# ---- ir_line_tracker ----
ir_line_tracker, track usage over the die:
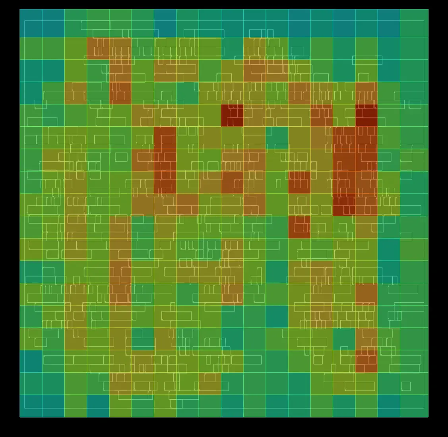
ir_line_tracker, close-up of the layout:
Window x 48 to 78, y 73 to 103 um. Cells in gray, sequential cells in the stronger gray; small squares are vias.
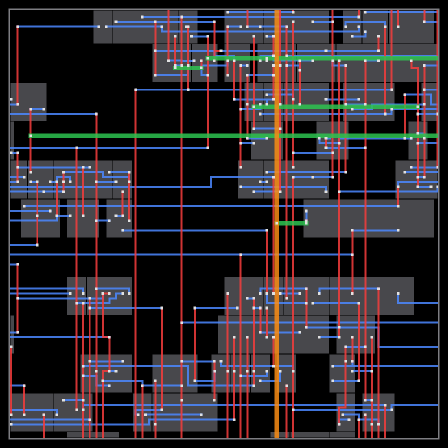
ir_line_tracker, gate families picked out:
Scale: 4 px per um.
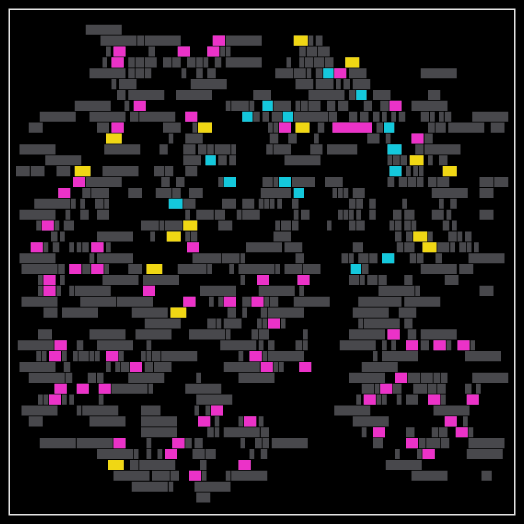
--- config.mk ---
export PLATFORM = sky130hd
export DESIGN_NAME = ir_line_tracker
export DESIGN_NICKNAME = d
export VERILOG_FILES = /design/src/rtl/ir_line_tracker.sv
export SDC_FILE = /design/constraint.sdc
export NUM_CORES = 1
export LEC_CHECK = 0
export CAP_MARGIN = 20
export CORE_UTILIZATION = 35
export CTS_BUF_LIST = sky130_fd_sc_hd__clkbuf_4 sky130_fd_sc_hd__clkbuf_8 sky130_fd_sc_hd__clkbuf_16
export CTS_CLUSTER_DIAMETER = 120
export DETAILED_ROUTE_END_ITERATION = 12
export PLACE_DENSITY = 0.48
export SLEW_MARGIN = 15
export SYNTH_ARGS = -nofsm -noshare
export SYNTH_HDL_FRONTEND = slang
export SYNTH_SLANG_ARGS = --single-unit
--- constraint.sdc ---
create_clock -name clk -period 16.8 [get_ports clk]
set_input_delay 2.52 -clock clk [delete_from_list [all_inputs] [get_ports clk]]
set_output_delay 2.52 -clock clk [all_outputs]
set_load 0.1 [all_outputs]
--- src/rtl/ir_line_tracker.sv ---
// rtl/ir_line_tracker.sv - debounced five-sensor IR line position tracker
//
// Ports:
//   clk, rst_n       system clock, asynchronous active-low reset
//   en               tracking enable; low forces IDLE
//   L, LC, C, RC, R  raw infrared sensor bits
//   sensors_db[4:0]  debounced line bits {L,LC,C,RC,R}, 1 = line seen
//   pos[3:0]         signed line position, -4 (far left) .. +4 (far right)
//   state[1:0]       00 IDLE, 01 TRACK, 10 CROSS, 11 LOST
//   pos_valid        one-cycle strobe on the first cycle pos or state changes
module ir_line_tracker #(
    parameter int   DEBOUNCE_CYCLES = 1000,
    parameter int   LOST_TIMEOUT    = 50000,
    parameter logic SENSOR_ACTIVE   = 1'b1
) (
    input  logic              clk,
    input  logic              rst_n,
    input  logic              en,
    input  logic              L,
    input  logic              LC,
    input  logic              C,
    input  logic              RC,
    input  logic              R,
    output logic [4:0]        sensors_db,
    output logic signed [3:0] pos,
    output logic [1:0]        state,
    output logic              pos_valid
);

    localparam int CW = (DEBOUNCE_CYCLES < 2) ? 1 : $clog2(DEBOUNCE_CYCLES + 1);
    localparam int TW = (LOST_TIMEOUT < 2) ? 1 : $clog2(LOST_TIMEOUT + 1);
    localparam logic [CW-1:0] DB_LAST = CW'(DEBOUNCE_CYCLES - 1);
    localparam logic [TW-1:0] TO_LAST = TW'(LOST_TIMEOUT - 1);

    typedef enum logic [1:0] {
        IDLE  = 2'b00,
        TRACK = 2'b01,
        CROSS = 2'b10,
        LOST  = 2'b11
    } state_t;

    // Synchroniser and normalisation
    logic [4:0] raw_in;
    logic [4:0] sync1;
    logic [4:0] sync2;
    logic [4:0] line_now;

    assign raw_in = {L, LC, C, RC, R};

    always_ff @(posedge clk or negedge rst_n) begin
        if (!rst_n) begin
            sync1 <= '0;
            sync2 <= '0;
        end else begin
            sync1 <= raw_in;
            sync2 <= sync1;
        end
    end

    always_comb begin
        for (int i = 0; i < 5; i++) begin
            line_now[i] = (sync2[i] == SENSOR_ACTIVE);
        end
    end

    // Per-bit debounce: the flip happens on the edge where the count would
    // reach DEBOUNCE_CYCLES, so the counter itself never exceeds DB_LAST.
    logic [CW-1:0] db_cnt [5];

    for (genvar g = 0; g < 5; g++) begin : g_db
        always_ff @(posedge clk or negedge rst_n) begin
            if (!rst_n) begin
                db_cnt[g]     <= '0;
                sensors_db[g] <= 1'b0;
            end else if (line_now[g] == sensors_db[g]) begin
                db_cnt[g] <= '0;
            end else if (db_cnt[g] == DB_LAST) begin
                db_cnt[g]     <= '0;
                sensors_db[g] <= ~sensors_db[g];
            end else begin
                db_cnt[g] <= db_cnt[g] + 1'b1;
            end
        end
    end

    // Position encoding: weighted sum divided by count, truncated toward zero.
    logic [2:0]        n;
    logic signed [4:0] s;
    logic [4:0]        mag;
    logic [4:0]        quo;
    logic signed [3:0] raw_pos;
    logic signed [1:0] raw_side;

    always_comb begin
        n = 3'(sensors_db[4]) + 3'(sensors_db[3]) + 3'(sensors_db[2])
          + 3'(sensors_db[1]) + 3'(sensors_db[0]);
        s = 5'sd0;
        if (sensors_db[4]) s = s - 5'sd4;
        if (sensors_db[3]) s = s - 5'sd2;
        if (sensors_db[1]) s = s + 5'sd2;
        if (sensors_db[0]) s = s + 5'sd4;
        mag = s[4] ? 5'(-s) : 5'(s);
        quo = (n == 3'd0) ? 5'd0 : (mag / {2'b00, n});
        raw_pos = s[4] ? -$signed(quo[3:0]) : $signed(quo[3:0]);
        if (raw_pos < 0)      raw_side = -2'sd1;
        else if (raw_pos > 0) raw_side = 2'sd1;
        else                  raw_side = 2'sd0;
    end

    // Tracking FSM
    state_t            cur;
    state_t            nxt;
    logic signed [3:0] pos_n;
    logic signed [1:0] last_side;
    logic signed [1:0] side_n;
    logic [TW-1:0]     timer;
    logic [TW-1:0]     timer_n;
    logic signed [3:0] recover_pos;

    always_comb begin
        if (last_side < 0)      recover_pos = -4'sd4;
        else if (last_side > 0) recover_pos = 4'sd4;
        else                    recover_pos = 4'sd0;
    end

    always_comb begin
        nxt     = cur;
        pos_n   = pos;
        side_n  = last_side;
        timer_n = '0;
        if (!en) begin
            nxt   = IDLE;
            pos_n = 4'sd0;
        end else begin
            case (cur)
                IDLE: begin
                    nxt   = TRACK;
                    pos_n = 4'sd0;
                end
                TRACK: begin
                    if (n == 3'd0) begin
                        if (timer == TO_LAST) begin
                            nxt   = LOST;
                            pos_n = recover_pos;
                        end else begin
                            timer_n = timer + 1'b1;
                        end
                    end else if (n >= 3'd4) begin
                        nxt   = CROSS;
                        pos_n = 4'sd0;
                    end else begin
                        pos_n  = raw_pos;
                        side_n = raw_side;
                    end
                end
                CROSS: begin
                    pos_n = 4'sd0;
                    if (n <= 3'd2) begin
                        nxt = TRACK;
                        if (n != 3'd0) begin
                            pos_n  = raw_pos;
                            side_n = raw_side;
                        end
                    end
                end
                LOST: begin
                    pos_n = recover_pos;
                    if (n != 3'd0) begin
                        nxt   = TRACK;
                        pos_n = raw_pos;
                        if (n <= 3'd3) side_n = raw_side;
                    end
                end
                default: nxt = IDLE;
            endcase
        end
    end

    always_ff @(posedge clk or negedge rst_n) begin
        if (!rst_n) begin
            cur       <= IDLE;
            pos       <= 4'sd0;
            last_side <= 2'sd0;
            timer     <= '0;
            pos_valid <= 1'b0;
        end else begin
            cur       <= nxt;
            pos       <= pos_n;
            last_side <= side_n;
            timer     <= timer_n;
            pos_valid <= (pos_n != pos) || (nxt != cur);
        end
    end

    assign state = cur;

endmodule

==> reports/metrics.cfg <==
[flow_run]
cap_violations=0
tool_warnings=33

[placement]
gp_congestion=0.787

[global_route]
grt_pass1_wl_um=18600
grt_overflow=0

[logic_synthesis]
synth.mux.area_fraction_pct=2.91
synth-xor-area-share_pct=10.6

[finish]
sh_seq_area_pct=37.1
largest_reg_flops=50
logic_area_um2=2960

[worst_hold_path]
holdCritPathClass=reg -> reg
hp-start=sync1[4]

[clocking]
cts_max_level=3
cts_setup_buffers=0

[outcome]
status=complete, no violations

[timing]
maxSlewHeadroom_pct=33.3

[setup_path]
crit_arrival_ns=9.34
cpLargestDelayFamily=AND-OR/OR-AND gates
crit_slowest_cell=dfrtp_1

[routing]
dr_wl_met2_um=4790

## Picture notes: 'track usage over the die' of ir_line_tracker
Core Util, Final: 41.1%
met3 Use GR: 2.89%

## Picture notes: 'close-up of the layout' of ir_line_tracker
- met1: blue
- met2: red
- met3: green
- met4: orange
- most frequent: nand2_1 (7), a21oi_1 (5)
- cells with their middle in the window: 55
- sequential cells in the window: 0

## Picture notes: 'gate families picked out' of ir_line_tracker
- multiplexers: yellow (cells 15; most used mux2i_1)
- AND-OR and OR-AND gates: cyan (cells 15; most used a21o_1)
- XOR/XNOR gates: magenta (cells 63; most used xnor2_1; where all over the die)


# ---- serial_add_ctrl ----
serial_add_ctrl, gate families picked out:
Scale: 8 px per um.
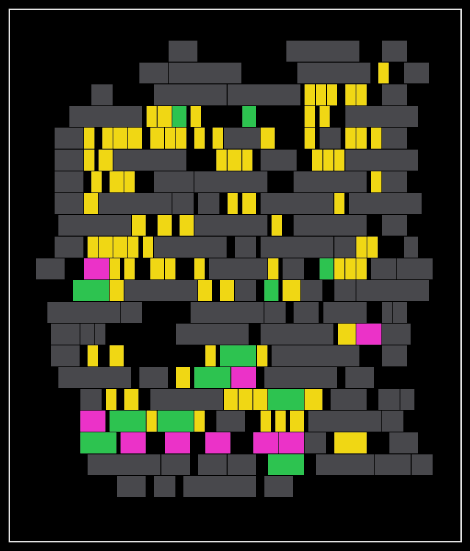
serial_add_ctrl, met1 routing:
Scale: 6 px per um. Supply wires on this layer in gray.
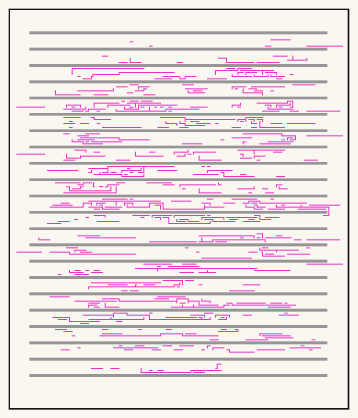
serial_add_ctrl, track usage over the die:
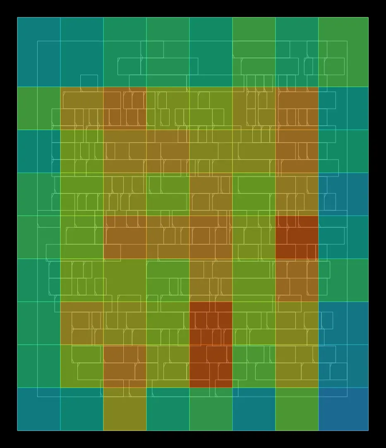
## src/rtl/serial_add_pkg.sv

```systemverilog
// Shared types and constants for the bit-serial add/subtract controller.
package serial_add_pkg;

  typedef enum logic [1:0] {
    IDLE = 2'd0,
    RUN  = 2'd1,
    DONE = 2'd2
  } state_e;

  localparam logic OP_ADD = 1'b0;
  localparam logic OP_SUB = 1'b1;

endpackage

```

## src/rtl/sa_bit_cell.sv

```systemverilog
// One-bit full-adder slice, time-shared across all operand bits by the controller.
module sa_bit_cell (
  input  logic a_i,
  input  logic b_i,
  input  logic cin_i,
  output logic s_o,
  output logic cout_o
);

  logic p;

  assign p      = a_i ^ b_i;
  assign s_o    = p ^ cin_i;
  assign cout_o = (a_i & b_i) | (cin_i & p);

endmodule

```

## src/rtl/serial_add_ctrl.sv

```systemverilog
// Bit-serial add/subtract controller: one bit per clock, LSB first, through a single
// full-adder slice. Handshakes: a transfer happens on a rising edge where valid && ready.
module serial_add_ctrl
  import serial_add_pkg::*;
#(
  parameter  int WIDTH = 8,
  localparam int CNT_W = $clog2(WIDTH)
) (
  input  logic             clk,
  input  logic             rst_n,
  input  logic             in_valid,
  output logic             in_ready,
  input  logic [WIDTH-1:0] in_a,
  input  logic [WIDTH-1:0] in_b,
  input  logic             in_sub,
  output logic             out_valid,
  input  logic             out_ready,
  output logic [WIDTH-1:0] out_sum,
  output logic             out_carry,
  output logic             out_ovf
);

  state_e           state_q, state_d;
  logic [WIDTH-1:0] a_q, a_d;
  logic [WIDTH-1:0] b_q, b_d;
  logic [WIDTH-1:0] sum_q, sum_d;
  logic [CNT_W-1:0] cnt_q, cnt_d;
  logic             carry_q, carry_d;
  logic             cmsb_q, cmsb_d;
  logic             bit_s, bit_co;

  sa_bit_cell u_cell (
    .a_i    (a_q[0]),
    .b_i    (b_q[0]),
    .cin_i  (carry_q),
    .s_o    (bit_s),
    .cout_o (bit_co)
  );

  always_ff @(posedge clk or negedge rst_n) begin
    if (!rst_n) begin
      state_q <= IDLE;
      a_q     <= '0;
      b_q     <= '0;
      sum_q   <= '0;
      cnt_q   <= '0;
      carry_q <= 1'b0;
      cmsb_q  <= 1'b0;
    end else begin
      state_q <= state_d;
      a_q     <= a_d;
      b_q     <= b_d;
      sum_q   <= sum_d;
      cnt_q   <= cnt_d;
      carry_q <= carry_d;
      cmsb_q  <= cmsb_d;
    end
  end

  always_comb begin
    state_d = state_q;
    a_d     = a_q;
    b_d     = b_q;
    sum_d   = sum_q;
    cnt_d   = cnt_q;
    carry_d = carry_q;
    cmsb_d  = cmsb_q;
    case (state_q)
      IDLE: begin
        if (in_valid && in_ready) begin
          // Subtract is A + ~B + 1: invert B here and seed the carry with 1.
          a_d     = in_a;
          b_d     = (in_sub == OP_SUB) ? ~in_b : in_b;
          carry_d = (in_sub == OP_SUB);
          cnt_d   = '0;
          state_d = RUN;
        end
      end
      RUN: begin
        a_d     = a_q >> 1;
        b_d     = b_q >> 1;
        sum_d   = {bit_s, sum_q[WIDTH-1:1]};
        carry_d = bit_co;
        cnt_d   = cnt_q + CNT_W'(1);
        if (cnt_q == CNT_W'(WIDTH - 1)) begin
          cmsb_d  = carry_q;
          state_d = DONE;
        end
      end
      DONE: begin
        if (out_ready) state_d = IDLE;
      end
      default: state_d = IDLE;
    endcase
  end

  // Gating with rst_n keeps in_ready low for the whole time reset is held.
  assign in_ready  = rst_n && (state_q == IDLE);
  assign out_valid = (state_q == DONE);
  assign out_sum   = sum_q;
  assign out_carry = carry_q;
  assign out_ovf   = cmsb_q ^ carry_q;

endmodule

```

## config.mk

```make
export PLATFORM = sky130hd
export DESIGN_NAME = serial_add_ctrl
export DESIGN_NICKNAME = d
export VERILOG_FILES = /design/src/rtl/serial_add_pkg.sv /design/src/rtl/sa_bit_cell.sv /design/src/rtl/serial_add_ctrl.sv
export SDC_FILE = /design/constraint.sdc
export NUM_CORES = 1
export LEC_CHECK = 0
export CORE_ASPECT_RATIO = 1.2
export CORE_MARGIN = 3
export CORE_UTILIZATION = 50
export CTS_CLUSTER_DIAMETER = 150
export DETAILED_ROUTE_END_ITERATION = 8
export PLACE_DENSITY = 0.79
export SLEW_MARGIN = 20
export SYNTH_ARGS = -nofsm -noshare
export SYNTH_HDL_FRONTEND = slang
export SYNTH_SLANG_ARGS = --single-unit
```

## constraint.sdc

```tcl
create_clock -name clk -period 1.47 [get_ports clk]
set_input_delay 0.2205 -clock clk [delete_from_list [all_inputs] [get_ports clk]]
set_output_delay 0.2205 -clock clk [all_outputs]
set_load 0.01 [all_outputs]
```

==> reports/metrics.cfg <==
[outcome]
status=complete, no violations

[clocking]
cts_setup_buffers=3
cts_max_level=2
clock_path_buffers=2

[finish]
layout.cells.most_common_list=nand2_1 (53), dfrtp_1 (31), nand3_1 (26)
clock_buffers=6
sh_seq_area_pct=39.2
n_all_inverters=1
utilization_pct=69.8
clk_share_pct=4.36

[die]
chip_area_um2=3740
ios=33
fp-row-count=21
core_um2=2840

[logic_synthesis]
synth-compound-area-share_pct=7.91
numSynthFlops=31
synth_cell_types=24
synth-edff-count=0

[setup_path]
regToRegSetupSlack_ns=0.11
crit_slowest_cell=dfrtp_1
crit_chain=buf_4 > nor3b_2 > buf_2
crit_buf_inv=2
crit_type=reg -> out

[timing]
setup_viol_count_final=0
maxSlewHeadroom_pct=73.8
tightest_slew_ns=0.393
slew_violations=0

[routing]
highest_layer=met4
wl_met1_um=1240
dr_wl_met2_um=1570

[power_and_ir_drop]
pg_comb_w=0.00155
p_seq_share_pct=38.5

[global_route]
busiest_layer=met2

## Picture notes: 'gate families picked out' of serial_add_ctrl
- inverting AOI/OAI gates: green (cells 12; most used o211ai_2)
- NAND gates: yellow (cells 83; most used nand2_1)
- XOR/XNOR gates: magenta (cells 9; most used xnor2_1)
Post-Layout Cell Count: 232
dominant logic cell type in the layout: nand2_1
Comb area share: 33.1%

## Picture notes: 'met1 routing' of serial_add_ctrl
- wire length on this layer: 1240 um
- nets with wire on the layer: 194
- main direction: horizontal

## Picture notes: 'track usage over the die' of serial_add_ctrl
met1 global-route usage: 18.6%
met2 GRT Util: 32.3%
met3 Use GR: 6.05%
GRT Overall Usage: 17.7%
DR WL/cell: 12.9 um



==> gallery <==
Routed metal, one color a layer.
panel A
Scale: 6 px per um. Only two layers are drawn.
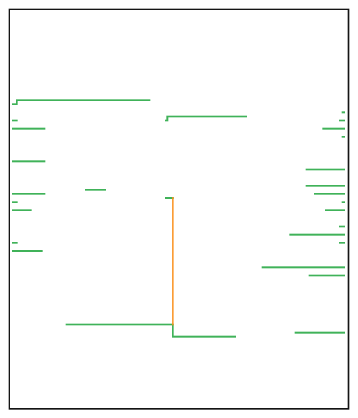
panel B
Scale: 3 px per um. Only two layers are drawn.
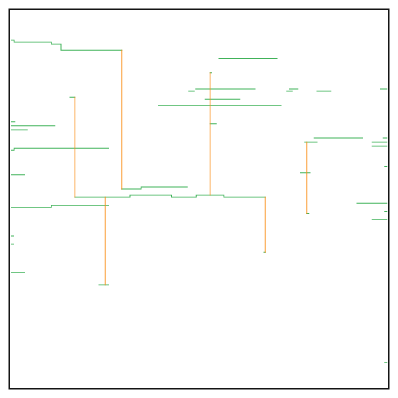
Of these, most wire: panel B
Of these, largest die: panel B
Panel B comes from ir_line_tracker.
Panel A comes from serial_add_ctrl.

Key to panel A:
- met3: green (wire length 161 um)
- met4: orange (wire length 21.1 um)

